# design 1

### Placed standard cells, design 1

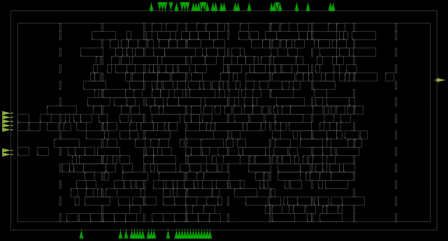
### Wiring heat map, design 1

(4 px per um) The die is cut into 28 by 14 equal tiles; dark purple is low, yellow is high, scaled to the fullest tile. Values are wire area over tile area, all layers added.
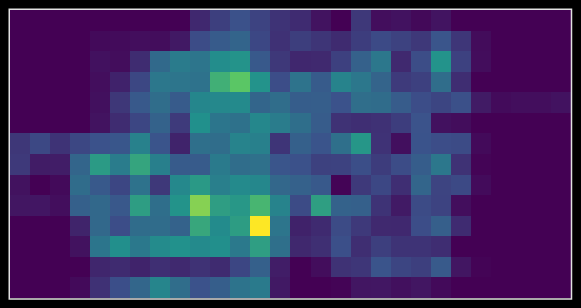
### Sizing map, design 1

(2 px per um)
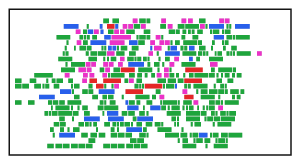
===== config.mk =====
export PLATFORM = sky130hd
export DESIGN_NAME = seq_scan_arbiter
export DESIGN_NICKNAME = d
export VERILOG_FILES = /design/src/rtl/seq_scan_pkg.sv /design/src/rtl/pattern_window.sv /design/src/rtl/seq_scan_arbiter.sv
export SDC_FILE = /design/constraint.sdc
export NUM_CORES = 1
export LEC_CHECK = 0
export CORE_ASPECT_RATIO = 0.5
export CORE_MARGIN = 2
export CORE_UTILIZATION = 30
export CTS_CLUSTER_DIAMETER = 60
export DETAILED_ROUTE_END_ITERATION = 10
export SLEW_MARGIN = 0
export SYNTH_ARGS = -nofsm -noshare
export SYNTH_HDL_FRONTEND = slang
export SYNTH_HIERARCHICAL = 1
export SYNTH_SLANG_ARGS = --single-unit

===== constraint.sdc =====
create_clock -name clk -period 2.15 [get_ports clk]
set_input_delay 0.3225 -clock clk [delete_from_list [all_inputs] [get_ports clk]]
set_output_delay 0.3225 -clock clk [all_outputs]
set_load 0.03 [all_outputs]

===== src/rtl/seq_scan_pkg.sv =====
// Shared types and constants for the sequenced scan arbiter.
// It holds the FSM state enum, the default pattern and the saturating match-count helper.
package seq_scan_pkg;

  typedef enum logic [1:0] {
    IDLE,
    SHIFT,
    WAIT,
    DONE
  } scan_state_t;

  localparam logic [7:0] DEFAULT_PATTERN = 8'h60;
  localparam int         MATCH_CNT_W     = 8;

  function automatic logic [MATCH_CNT_W-1:0] sat_inc(input logic [MATCH_CNT_W-1:0] v);
    return (v == '1) ? v : v + 1'b1;
  endfunction

endpackage


===== src/rtl/pattern_window.sv =====
// Bit-serial 8-bit window with a fill count and a registered, non-overlapping match flag.
// A match consumes the window: the fill count restarts from zero.
module pattern_window (
  input  logic       clk,
  input  logic       rst,
  input  logic       clr,
  input  logic       shift_en,
  input  logic       bit_in,
  input  logic [7:0] pattern,
  output logic       match
);

  logic [7:0] win_q, win_d;
  logic [3:0] fill_q, fill_d;
  logic       match_q, match_d;

  // NOTE: every always_comb output gets a default first, so no path can infer a latch.
  always_comb begin
    win_d   = win_q;
    fill_d  = fill_q;
    match_d = 1'b0;
    if (clr) begin
      win_d  = '0;
      fill_d = '0;
    end else if (shift_en) begin
      win_d  = {win_q[6:0], bit_in};
      fill_d = (fill_q == 4'd8) ? fill_q : fill_q + 4'd1;
      if (fill_d == 4'd8 && win_d == pattern) begin
        match_d = 1'b1;
        fill_d  = '0;
      end
    end
  end

  // NOTE: state registers use non-blocking assignments so every flop samples pre-edge values.
  always_ff @(posedge clk) begin
    if (rst) begin
      win_q   <= '0;
      fill_q  <= '0;
      match_q <= 1'b0;
    end else begin
      win_q   <= win_d;
      fill_q  <= fill_d;
      match_q <= match_d;
    end
  end

  assign match = match_q;

endmodule


===== src/rtl/seq_scan_arbiter.sv =====
// Round-robin arbiter that lends one serial pattern detector to N_REQ byte streams,
// one whole frame at a time, and reports matches and per-frame match counts.
module seq_scan_arbiter
  import seq_scan_pkg::*;
#(
  parameter int         N_REQ   = 4,
  parameter logic [7:0] PATTERN = DEFAULT_PATTERN,
  parameter int         IDW     = $clog2(N_REQ)
) (
  input  logic                   clk,
  input  logic                   rst,
  input  logic [N_REQ-1:0]       req_valid,
  input  logic [N_REQ-1:0][7:0]  req_data,
  input  logic [N_REQ-1:0]       req_last,
  output logic [N_REQ-1:0]       req_ready,
  output logic                   busy,
  output logic [IDW-1:0]         grant_id,
  output logic                   match_pulse,
  output logic [IDW-1:0]         match_id,
  output logic                   frame_done,
  output logic [IDW-1:0]         frame_id,
  output logic [MATCH_CNT_W-1:0] frame_matches
);

  scan_state_t            state_q, state_d;
  logic [IDW-1:0]         rr_ptr_q, rr_ptr_d;
  logic [IDW-1:0]         grant_q, grant_d;
  logic [7:0]             sr_q, sr_d;
  logic                   last_q, last_d;
  logic [2:0]             bit_cnt_q, bit_cnt_d;
  logic [MATCH_CNT_W-1:0] cnt_q, cnt_d;

  logic           win_clr, shift_en, win_match, any_valid;
  logic [IDW-1:0] winner;

  function automatic logic [IDW-1:0] wrap_add(input logic [IDW-1:0] base, input int off);
    int sum;
    sum = int'(base) + off;
    if (sum >= N_REQ) sum = sum - N_REQ;
    return IDW'(sum);
  endfunction

  // Scan downward so the requester closest above rr_ptr is the last one written.
  always_comb begin
    any_valid = 1'b0;
    winner    = rr_ptr_q;
    for (int i = N_REQ - 1; i >= 0; i--) begin
      if (req_valid[wrap_add(rr_ptr_q, i)]) begin
        winner    = wrap_add(rr_ptr_q, i);
        any_valid = 1'b1;
      end
    end
  end

  always_comb begin
    state_d   = state_q;
    rr_ptr_d  = rr_ptr_q;
    grant_d   = grant_q;
    sr_d      = sr_q;
    last_d    = last_q;
    bit_cnt_d = bit_cnt_q;
    cnt_d     = win_match ? sat_inc(cnt_q) : cnt_q;
    req_ready = '0;
    win_clr   = 1'b0;
    shift_en  = 1'b0;
    case (state_q)
      IDLE: begin
        if (any_valid) begin
          req_ready[winner] = 1'b1;
          grant_d   = winner;
          sr_d      = req_data[winner];
          last_d    = req_last[winner];
          win_clr   = 1'b1;
          cnt_d     = '0;
          bit_cnt_d = 3'd7;
          state_d   = SHIFT;
        end
      end
      SHIFT: begin
        shift_en  = 1'b1;
        sr_d      = {sr_q[6:0], 1'b0};
        bit_cnt_d = bit_cnt_q - 3'd1;
        if (bit_cnt_q == 3'd0) state_d = last_q ? DONE : WAIT;
      end
      WAIT: begin
        req_ready[grant_q] = 1'b1;
        if (req_valid[grant_q]) begin
          sr_d      = req_data[grant_q];
          last_d    = req_last[grant_q];
          bit_cnt_d = 3'd7;
          state_d   = SHIFT;
        end
      end
      DONE: begin
        rr_ptr_d = wrap_add(grant_q, 1);
        state_d  = IDLE;
      end
      default: state_d = IDLE;
    endcase
  end

  always_ff @(posedge clk) begin
    if (rst) begin
      state_q   <= IDLE;
      rr_ptr_q  <= '0;
      grant_q   <= '0;
      sr_q      <= '0;
      last_q    <= 1'b0;
      bit_cnt_q <= '0;
      cnt_q     <= '0;
    end else begin
      state_q   <= state_d;
      rr_ptr_q  <= rr_ptr_d;
      grant_q   <= grant_d;
      sr_q      <= sr_d;
      last_q    <= last_d;
      bit_cnt_q <= bit_cnt_d;
      cnt_q     <= cnt_d;
    end
  end

  pattern_window u_window (
    .clk      (clk),
    .rst      (rst),
    .clr      (win_clr),
    .shift_en (shift_en),
    .bit_in   (sr_q[7]),
    .pattern  (PATTERN),
    .match    (win_match)
  );

  // A match on the final bit lands in the DONE cycle, so the report uses the updated count.
  assign busy          = (state_q != IDLE);
  assign grant_id      = grant_q;
  assign match_pulse   = win_match;
  assign match_id      = win_match ? grant_q : '0;
  assign frame_done    = (state_q == DONE);
  assign frame_id      = frame_done ? grant_q : '0;
  assign frame_matches = frame_done ? cnt_d : '0;

endmodule


==> results.txt <==
fresh numbers from the pnr run: most frequent logic cell in the layout=buf_4, WL final=8250 um, Highest Clock Rate=483 MHz, worst slew pin tran=0.540 ns, TNS Setup=0 ns, clk_buf instances=6, worst-path fanout max=11, GP Congestion=0.858, CP startpoint=rr_ptr_q[1]$_SDFFE_PP0P_, status=completed, netlist area before placement=2780 um^2, Signal buf overhead=21.6%, hpwl dp=6080 um, WL met2=3850 um, # diodes=0, max incr delay on CP=0.33 ns, Clock Skew=0.00533 ns, sequential power=0.814 mW, CTS Hold Buffers Added=0, Storage cell area=766 um^2, cell family with most CP delay=AND-OR/OR-AND gates, drt first-iter violations=180, routed wl met3=296 um, DR DRC count=0, Avg Inst Size Synth=8.30 um^2, WHS=0.463 ns, met3 Use GR=2.84%, IO Count=63, Clock Tree Buf Depth=2, CTS H-Tree Depth=2, Comb pwr share=36.0%, RSZ-0062 raised after global routing=false, Non-clk bufs=98, first-pass GRT wire length=13600 um, xor/xnor share=5.04%, sw frac=32.7%, Final nets=480, placed cells=532, hold crit path type=flop to flop, Adder Area Share=5.85%
Notes on 'Placed standard cells' of design 1 above:
area of the core: 8860 um^2
Post-Layout Cell Count: 543
FILL cells: 870
num rows: 24

Notes on 'Wiring heat map' of design 1 above:
29% of the tiles are nearly empty. The emptiest ninth of the die: lower right. The densest ninth of the die: center. The fullest tile reaches 0.69. 5.4% of the tiles are over half the peak. The mean over all tiles is 0.13.

Notes on 'Sizing map' of design 1 above:
Key: green = drive 1 or less [cells 331, share 78%, most used clkdlybuf4s50_1]; blue = drive 2 [cells 33, share 7.7%, most used mux4_2]; red = drive 6 and up [cells 10, share 2.3%, most used clkbuf_16]; magenta = drive 3 to 4 [cells 52, share 12%, most used buf_4]


# design 2

### Layout detail, design 2

Region (48, 52) to (98, 102) um. Cells in gray, sequential cells in the stronger gray; small squares are vias.
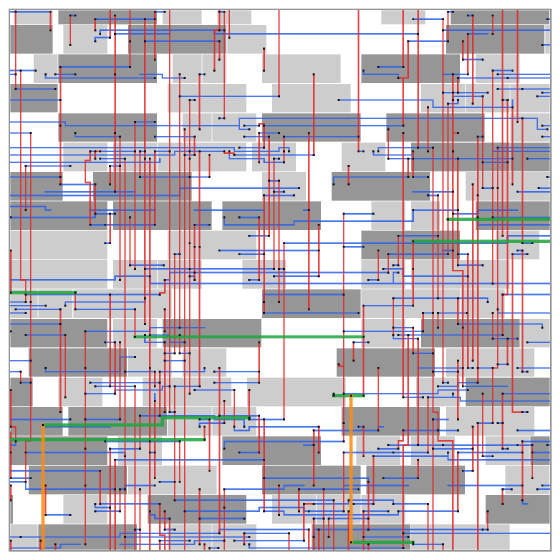
### Sizing map, design 2

(2 px per um)
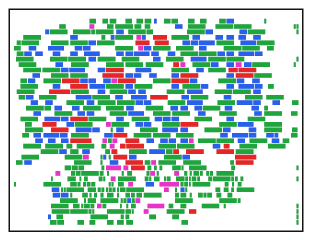
### Floorplan with the power grid, design 2

(3 px per um) Pins as bars on the die edge.
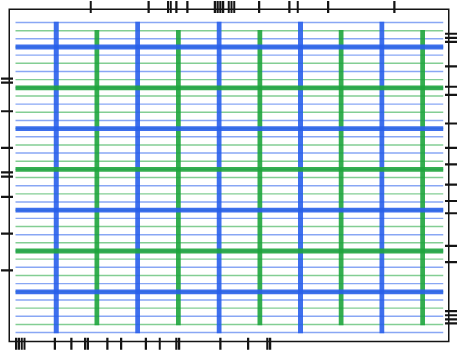
`src/rtl/a2d_scan_ctrl.sv`:
```
// Round-robin scan controller for an ADC128S-style A2D behind a 16-bit SPI master.
// Each channel needs a select transaction and a read transaction; results are kept per channel.
module a2d_scan_ctrl #(
  parameter int NUM_CH  = 8,
  parameter int GAP_CYC = 4,
  parameter int TMO_CYC = 1023
) (
  input  logic        clk,
  input  logic        rst_n,
  input  logic        en,
  output logic        spi_wrt,
  output logic [15:0] spi_cmd,
  input  logic        spi_done,
  input  logic [15:0] spi_rd_data,
  input  logic [2:0]  rd_ch,
  output logic [11:0] rd_res,
  output logic [7:0]  res_vld,
  output logic        scan_done,
  output logic        busy,
  output logic        err
);

  localparam int GAP_W = $clog2(GAP_CYC + 1);
  localparam int TMO_W = $clog2(TMO_CYC + 1);
  localparam logic [2:0]       LAST_CH  = 3'(NUM_CH - 1);
  localparam logic [GAP_W-1:0] GAP_LAST = GAP_W'(GAP_CYC - 1);
  localparam logic [TMO_W-1:0] TMO_LAST = TMO_W'(TMO_CYC - 1);

  typedef enum logic [2:0] {
    IDLE, SEL_WRT, SEL_WAIT, SEL_GAP, RD_WRT, RD_WAIT, STORE, RD_GAP
  } state_t;

  state_t           state;
  logic [2:0]       ch;
  logic [GAP_W-1:0] gap_cnt;
  logic [TMO_W-1:0] tmo_cnt;
  logic [11:0]      rd_data_p0;
  logic [11:0]      res [8];
  logic [3:0]       unused_rd_hi;

  // The converter only returns 12 significant bits; the top nibble is always zero.
  assign unused_rd_hi = spi_rd_data[15:12];

  function automatic logic [15:0] sel_cmd(input logic [2:0] c);
    return {2'b00, c, 11'h000};
  endfunction

  function automatic logic [2:0] next_ch(input logic [2:0] c);
    return (c == LAST_CH) ? 3'd0 : c + 3'd1;
  endfunction

  always_ff @(posedge clk or negedge rst_n) begin
    if (!rst_n) begin
      state      <= IDLE;
      ch         <= 3'd0;
      gap_cnt    <= '0;
      tmo_cnt    <= '0;
      spi_wrt    <= 1'b0;
      spi_cmd    <= 16'h0000;
      scan_done  <= 1'b0;
      err        <= 1'b0;
      res_vld    <= 8'h00;
      rd_data_p0 <= 12'h000;
      for (int i = 0; i < 8; i++) res[i] <= 12'h000;
    end else begin
      spi_wrt   <= 1'b0;
      scan_done <= 1'b0;
      case (state)
        IDLE: begin
          ch <= 3'd0;
          if (en) begin
            state   <= SEL_WRT;
            spi_wrt <= 1'b1;
            spi_cmd <= sel_cmd(3'd0);
          end
        end
        SEL_WRT: begin
          state   <= SEL_WAIT;
          tmo_cnt <= '0;
        end
        SEL_WAIT: begin
          if (spi_done) begin
            state   <= SEL_GAP;
            gap_cnt <= '0;
          end else if (tmo_cnt == TMO_LAST) begin
            err     <= 1'b1;
            state   <= RD_GAP;
            gap_cnt <= '0;
          end else begin
            tmo_cnt <= tmo_cnt + 1'b1;
          end
        end
        SEL_GAP: begin
          if (gap_cnt == GAP_LAST) begin
            state   <= RD_WRT;
            spi_wrt <= 1'b1;
            spi_cmd <= sel_cmd(ch);
          end else begin
            gap_cnt <= gap_cnt + 1'b1;
          end
        end
        RD_WRT: begin
          state   <= RD_WAIT;
          tmo_cnt <= '0;
        end
        // stage p0: conversion result captured on done, written to the file one cycle later
        RD_WAIT: begin
          if (spi_done) begin
            rd_data_p0 <= spi_rd_data[11:0];
            state      <= STORE;
          end else if (tmo_cnt == TMO_LAST) begin
            err     <= 1'b1;
            state   <= RD_GAP;
            gap_cnt <= '0;
          end else begin
            tmo_cnt <= tmo_cnt + 1'b1;
          end
        end
        STORE: begin
          res[ch]     <= rd_data_p0;
          res_vld[ch] <= 1'b1;
          if (ch == LAST_CH) scan_done <= 1'b1;
          state   <= RD_GAP;
          gap_cnt <= '0;
        end
        RD_GAP: begin
          if (gap_cnt == GAP_LAST) begin
            if (en) begin
              ch      <= next_ch(ch);
              state   <= SEL_WRT;
              spi_wrt <= 1'b1;
              spi_cmd <= sel_cmd(next_ch(ch));
            end else begin
              ch    <= 3'd0;
              state <= IDLE;
            end
          end else begin
            gap_cnt <= gap_cnt + 1'b1;
          end
        end
        default: state <= IDLE;
      endcase
    end
  end

  assign rd_res = res[rd_ch];
  assign busy   = (state != IDLE);

endmodule

```
`config.mk`:
```
export PLATFORM = sky130hd
export DESIGN_NAME = a2d_scan_ctrl
export DESIGN_NICKNAME = d
export VERILOG_FILES = /design/src/rtl/a2d_scan_ctrl.sv
export SDC_FILE = /design/constraint.sdc
export NUM_CORES = 1
export LEC_CHECK = 0
export CORE_ASPECT_RATIO = 0.75
export CORE_MARGIN = 1.5
export CORE_UTILIZATION = 43
export DETAILED_ROUTE_END_ITERATION = 7
export PLACE_DENSITY = 0.64
export RECOVER_POWER = 50
export SLEW_MARGIN = 0
export SYNTH_ARGS = -nofsm -noshare
export SYNTH_HDL_FRONTEND = slang
export SYNTH_SLANG_ARGS = --single-unit
```
`constraint.sdc`:
```
create_clock -name clk -period 2.12 [get_ports clk]
set_input_delay 0.212 -clock clk [delete_from_list [all_inputs] [get_ports clk]]
set_output_delay 0.212 -clock clk [all_outputs]
set_load 0.02 [all_outputs]
```
==> results.txt <==
fresh numbers from the pnr run: flop share of the area=43.7%, largest area contributor in the netlist=dfrtp_1, TNS Setup=0 ns, Final Max Tran Viols=0, register-to-register path setup slack=0.13 ns, RSZ-0062 raised after global routing=false, crit path time final=2.05 ns, CTS H-Tree Depth=4, met3 Use GR=4.20%, critical path depth=3, relative max-transition margin=11.4%, status=completed, utilization after layout=54.8%, Seq share, synth=53.5%, CTS Hold Buffers Added=1, Post-synth EDFFs=0, GP Congestion=0.767
## Picture notes: 'Layout detail' of design 2
Key: red = met2; green = met3; blue = met1; orange = met4
Netlist names of flops here include res (31), rd_data_p0 (2), res_vld (2). 99 logic cells have their middle in the window. Sequential cells in the window: 35. Most frequent: mux2_2 (38), dfrtp_1 (35), mux4_2 (7).

## Picture notes: 'Sizing map' of design 2
Key: blue = drive 2 [cells 159, share 29%, most used mux2_2]; green = drive 1 or less [cells 326, share 60%, most used dfrtp_1]; red = drive 6 and up [cells 36, share 6.6%, most used clkbuf_16]; magenta = drive 3 to 4 [cells 26, share 4.8%, most used buf_4]
Area Growth Syn to Fin: 22.4%
Non-clk bufs: 75
setup slack after layout: 0.0658 ns
final instance area: 8070 um^2

## Picture notes: 'Floorplan with the power grid' of design 2
Key: blue = VSS; green = VDD
The core has 38 rows. 39 met1 rails follow the rows. 10 straps on met4. 7 straps on met5. 63 signal pins sit on the boundary.


# design 3

### Wiring heat map, design 3

(6 px per um) The die is cut into 10 by 13 equal tiles; dark purple is low, yellow is high, scaled to the fullest tile. Values are wire area over tile area, all layers added.
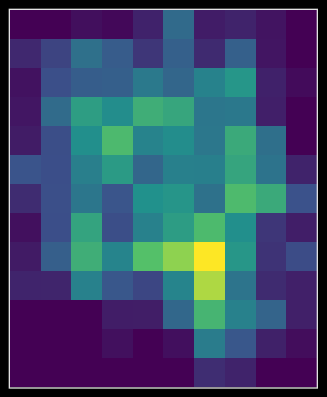
### Floorplan with the power grid, design 3

(8 px per um) Pins as bars on the die edge.
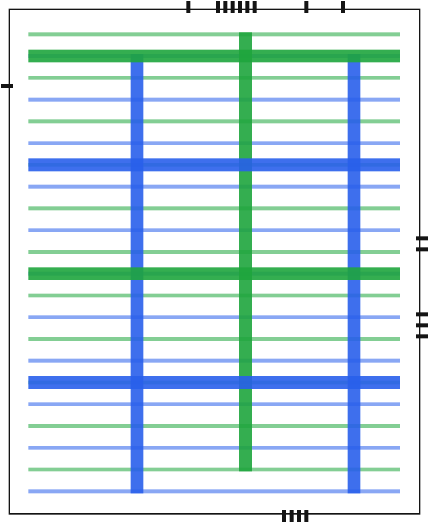
## src/rtl/mux_scan_pkg.sv

```systemverilog
// Shared types and helpers for the 4:1 mux scan controller.
package mux_scan_pkg;

  localparam int NUM_CH = 4;
  localparam int SEL_W  = 2;

  typedef enum logic [1:0] {
    ST_IDLE    = 2'd0,
    ST_SETTLE  = 2'd1,
    ST_PRESENT = 2'd2
  } state_t;

  // Result of a channel search: found=0 means no channel qualified.
  typedef struct packed {
    logic             found;
    logic [SEL_W-1:0] ch;
  } ch_pick_t;

  // Lowest enabled channel strictly above cur.
  function automatic ch_pick_t next_enabled(input logic [NUM_CH-1:0] mask,
                                            input logic [SEL_W-1:0]  cur);
    ch_pick_t pick;
    pick = '0;
    for (int i = NUM_CH - 1; i >= 0; i--) begin
      if (mask[i] && (i > int'(cur))) begin
        pick.found = 1'b1;
        pick.ch    = SEL_W'(i);
      end
    end
    return pick;
  endfunction

  // Lowest enabled channel overall, used when a scan begins.
  function automatic ch_pick_t first_enabled(input logic [NUM_CH-1:0] mask);
    ch_pick_t pick;
    if (mask[0]) begin
      pick.found = 1'b1;
      pick.ch    = '0;
    end else begin
      pick = next_enabled(mask, '0);
    end
    return pick;
  endfunction

endpackage

```

## src/rtl/mux_scan_ctrl_dwell_cnt.sv

```systemverilog
// Loadable settle down-counter; zero flags the end of a channel's dwell.
module scan_dwell_cnt #(
  parameter int CNT_W = 8
) (
  input  logic             clk_in,
  input  logic             rst_in,
  input  logic             load,
  input  logic             dec,
  input  logic [CNT_W-1:0] load_val,
  output logic             zero
);

  logic [CNT_W-1:0] cnt_q;

  // Load wins over decrement so a new dwell always starts from the full value.
  // NOTE: state registers use non-blocking assignments so every flop samples pre-edge values.
  always_ff @(posedge clk_in or posedge rst_in) begin
    if (rst_in) begin
      cnt_q <= '0;
    end else if (load) begin
      cnt_q <= load_val;
    end else if (dec && (cnt_q != '0)) begin
      cnt_q <= cnt_q - 1'b1;
    end
  end

  assign zero = (cnt_q == '0);

endmodule

```

## src/rtl/mux_scan_ctrl.sv

```systemverilog
// Scan controller: steps the 4:1 mux select over enabled channels, samples
// each after its settle time and presents the frame on valid/ready.
module mux_scan_ctrl
  import mux_scan_pkg::*;
#(
  parameter int SETTLE_CYCLES = 2,
  parameter int CNT_W         = 8
) (
  input  logic       clk_in,
  input  logic       rst_in,
  input  logic       start_in,
  input  logic       continuous_in,
  input  logic       clear_in,
  input  logic [3:0] en_mask_in,
  input  logic       mux_q_in,
  output logic [1:0] sel_out,
  output logic       busy_out,
  output logic [3:0] frame_out,
  output logic       frame_valid_out,
  input  logic       frame_ready_in
);

  state_t            state_q, state_nxt;
  logic [NUM_CH-1:0] mask_q, shadow_q, shadow_d, frame_q;
  logic [SEL_W-1:0]  sel_q, sel_d;
  logic              frame_valid_q;
  logic              start_scan, cnt_load, cnt_dec, cnt_zero;
  logic              present_load, valid_clr;
  ch_pick_t          nxt_pick, first_pick;

  scan_dwell_cnt #(.CNT_W(CNT_W)) u_dwell (
    .clk_in   (clk_in),
    .rst_in   (rst_in),
    .load     (cnt_load),
    .dec      (cnt_dec),
    .load_val (CNT_W'(SETTLE_CYCLES)),
    .zero     (cnt_zero)
  );

  // Next-state, next select and shadow frame; clear overrides everything at the end.
  // NOTE: every signal gets a default first so no path leaves it unassigned (no latch).
  always_comb begin
    state_nxt    = state_q;
    sel_d        = sel_q;
    shadow_d     = shadow_q;
    start_scan   = 1'b0;
    cnt_load     = 1'b0;
    cnt_dec      = 1'b0;
    present_load = 1'b0;
    valid_clr    = 1'b0;
    nxt_pick     = next_enabled(mask_q, sel_q);
    first_pick   = first_enabled(en_mask_in);

    unique case (state_q)
      ST_IDLE: start_scan = start_in;
      ST_SETTLE: begin
        if (!cnt_zero) begin
          cnt_dec = 1'b1;
        end else begin
          shadow_d = shadow_q | (NUM_CH'(mux_q_in) << sel_q);
          if (nxt_pick.found) begin
            sel_d    = nxt_pick.ch;
            cnt_load = 1'b1;
          end else begin
            state_nxt    = ST_PRESENT;
            present_load = 1'b1;
          end
        end
      end
      ST_PRESENT: begin
        if (frame_valid_q && frame_ready_in) begin
          valid_clr = 1'b1;
          if (continuous_in) start_scan = 1'b1;
          else               state_nxt  = ST_IDLE;
        end
      end
      default: state_nxt = ST_IDLE;
    endcase

    // A new scan (from IDLE or a continuous restart) clears the shadow frame.
    if (start_scan) begin
      shadow_d = '0;
      if (first_pick.found) begin
        sel_d     = first_pick.ch;
        cnt_load  = 1'b1;
        state_nxt = ST_SETTLE;
      end else begin
        state_nxt    = ST_PRESENT;
        present_load = 1'b1;
      end
    end

    // Abort keeps frame and select, only drops the scan and the valid flag.
    if (clear_in) begin
      state_nxt    = ST_IDLE;
      sel_d        = sel_q;
      shadow_d     = shadow_q;
      start_scan   = 1'b0;
      cnt_load     = 1'b0;
      cnt_dec      = 1'b0;
      present_load = 1'b0;
      valid_clr    = 1'b1;
    end
  end

  // State, select, mask, shadow and output registers.
  always_ff @(posedge clk_in or posedge rst_in) begin
    if (rst_in) begin
      state_q       <= ST_IDLE;
      sel_q         <= '0;
      mask_q        <= '0;
      shadow_q      <= '0;
      frame_q       <= '0;
      frame_valid_q <= 1'b0;
    end else begin
      state_q  <= state_nxt;
      sel_q    <= sel_d;
      shadow_q <= shadow_d;
      if (start_scan)   mask_q  <= en_mask_in;
      if (present_load) frame_q <= shadow_d;
      if (present_load)   frame_valid_q <= 1'b1;
      else if (valid_clr) frame_valid_q <= 1'b0;
    end
  end

  assign sel_out         = sel_q;
  assign busy_out        = (state_q == ST_SETTLE);
  assign frame_out       = frame_q;
  assign frame_valid_out = frame_valid_q;

endmodule

```

## config.mk

```make
export PLATFORM = sky130hd
export DESIGN_NAME = mux_scan_ctrl
export DESIGN_NICKNAME = d
export VERILOG_FILES = /design/src/rtl/mux_scan_pkg.sv /design/src/rtl/mux_scan_ctrl_dwell_cnt.sv /design/src/rtl/mux_scan_ctrl.sv
export SDC_FILE = /design/constraint.sdc
export NUM_CORES = 1
export LEC_CHECK = 0
export CAP_MARGIN = 20
export CORE_ASPECT_RATIO = 1.25
export CORE_MARGIN = 2
export CORE_UTILIZATION = 48
export DETAILED_ROUTE_END_ITERATION = 10
export PLACE_DENSITY = 0.71
export SLEW_MARGIN = 20
export SYNTH_ARGS = -nofsm -noshare
export SYNTH_HDL_FRONTEND = slang
export SYNTH_HIERARCHICAL = 1
export SYNTH_SLANG_ARGS = --single-unit
```

## constraint.sdc

```tcl
create_clock -name clk_in -period 2.55 [get_ports clk_in]
set_input_delay 0.51 -clock clk_in [delete_from_list [all_inputs] [get_ports clk_in]]
set_output_delay 0.51 -clock clk_in [all_outputs]
set_load 0.05 [all_outputs]
```

==> results.txt <==
fresh numbers from the pnr run: status=completed, worst slew pin tran=0.655 ns, Final Max Tran Viols=0, clock latency on the worst-skew pair=0.31 ns, sequential power=0.537 mW, Place WS=0.125 ns, relative max-transition margin=55.7%, WL met1=1210 um, worst path cell trace=nand2b_1 -> inv_1 -> clkdlybuf4s50_1, GP Congestion=0.901, CTS Hold Buffers Added=0, max layer used=met4, Compound-Gate Fraction of Synth Area=18.3%, Port Buf Inserts=18, sw frac=34.4%, combinational gates=103, comb pwr=0.391 mW, RR Startpoint=u_dwell/cnt_q[0]$_DFFE_PP0P_, RSZ-0062 raised after global routing=false, CTS resizes=0, Signal inverters=10, TritonRoute pass-1 iters=4, CP Class=flop to output pin, routed wl met3=57 um, Crit. End Element=output pin, vias per cell=5.42, CP Buf/Inv Count=2, max incr delay on CP=0.82 ns, Comb/total area=43.5%, yosys cell count=133, WHS=0.445 ns, Non-clk bufs=21, Seq Cell Count=24, cell family with most CP delay=buffers and inverters, FF-to-FF End=u_dwell/cnt_q[7]$_DFFE_PP0P_, Tapcells=34, Placed Instance Area=1600 um^2, most common logic cells in the final layout=dfrtp_1 (24), clkdlybuf4s50_1 (18), nand2_1 (11), Post-Layout Cell Count=196, Root Driver=clkbuf_4, clock share of power=22.8%, DRT antenna net count=0, synth warn=6, Basic Gates by Area=20.1%
About 'Wiring heat map' of design 3:
16% of the tiles are nearly empty. The fullest tile reaches 0.48. The mean over all tiles is 0.13. The densest ninth of the die: center. The emptiest ninth of the die: lower left.
WL final: 2740 um
Routed wire per std cell: 14.0 um

About 'Floorplan with the power grid' of design 3:
Key: blue = VSS; green = VDD
22 met1 rails follow the rows. The core has 21 rows. 3 straps on met4. 4 straps on met5.
area of the core: 2650 um^2
Peak VDD IR: 0.000493 V
chip width: 51.1 um
Die Ht: 62.9 um


Power figures rest on the tool's default switching activity, not on a simulated workload.
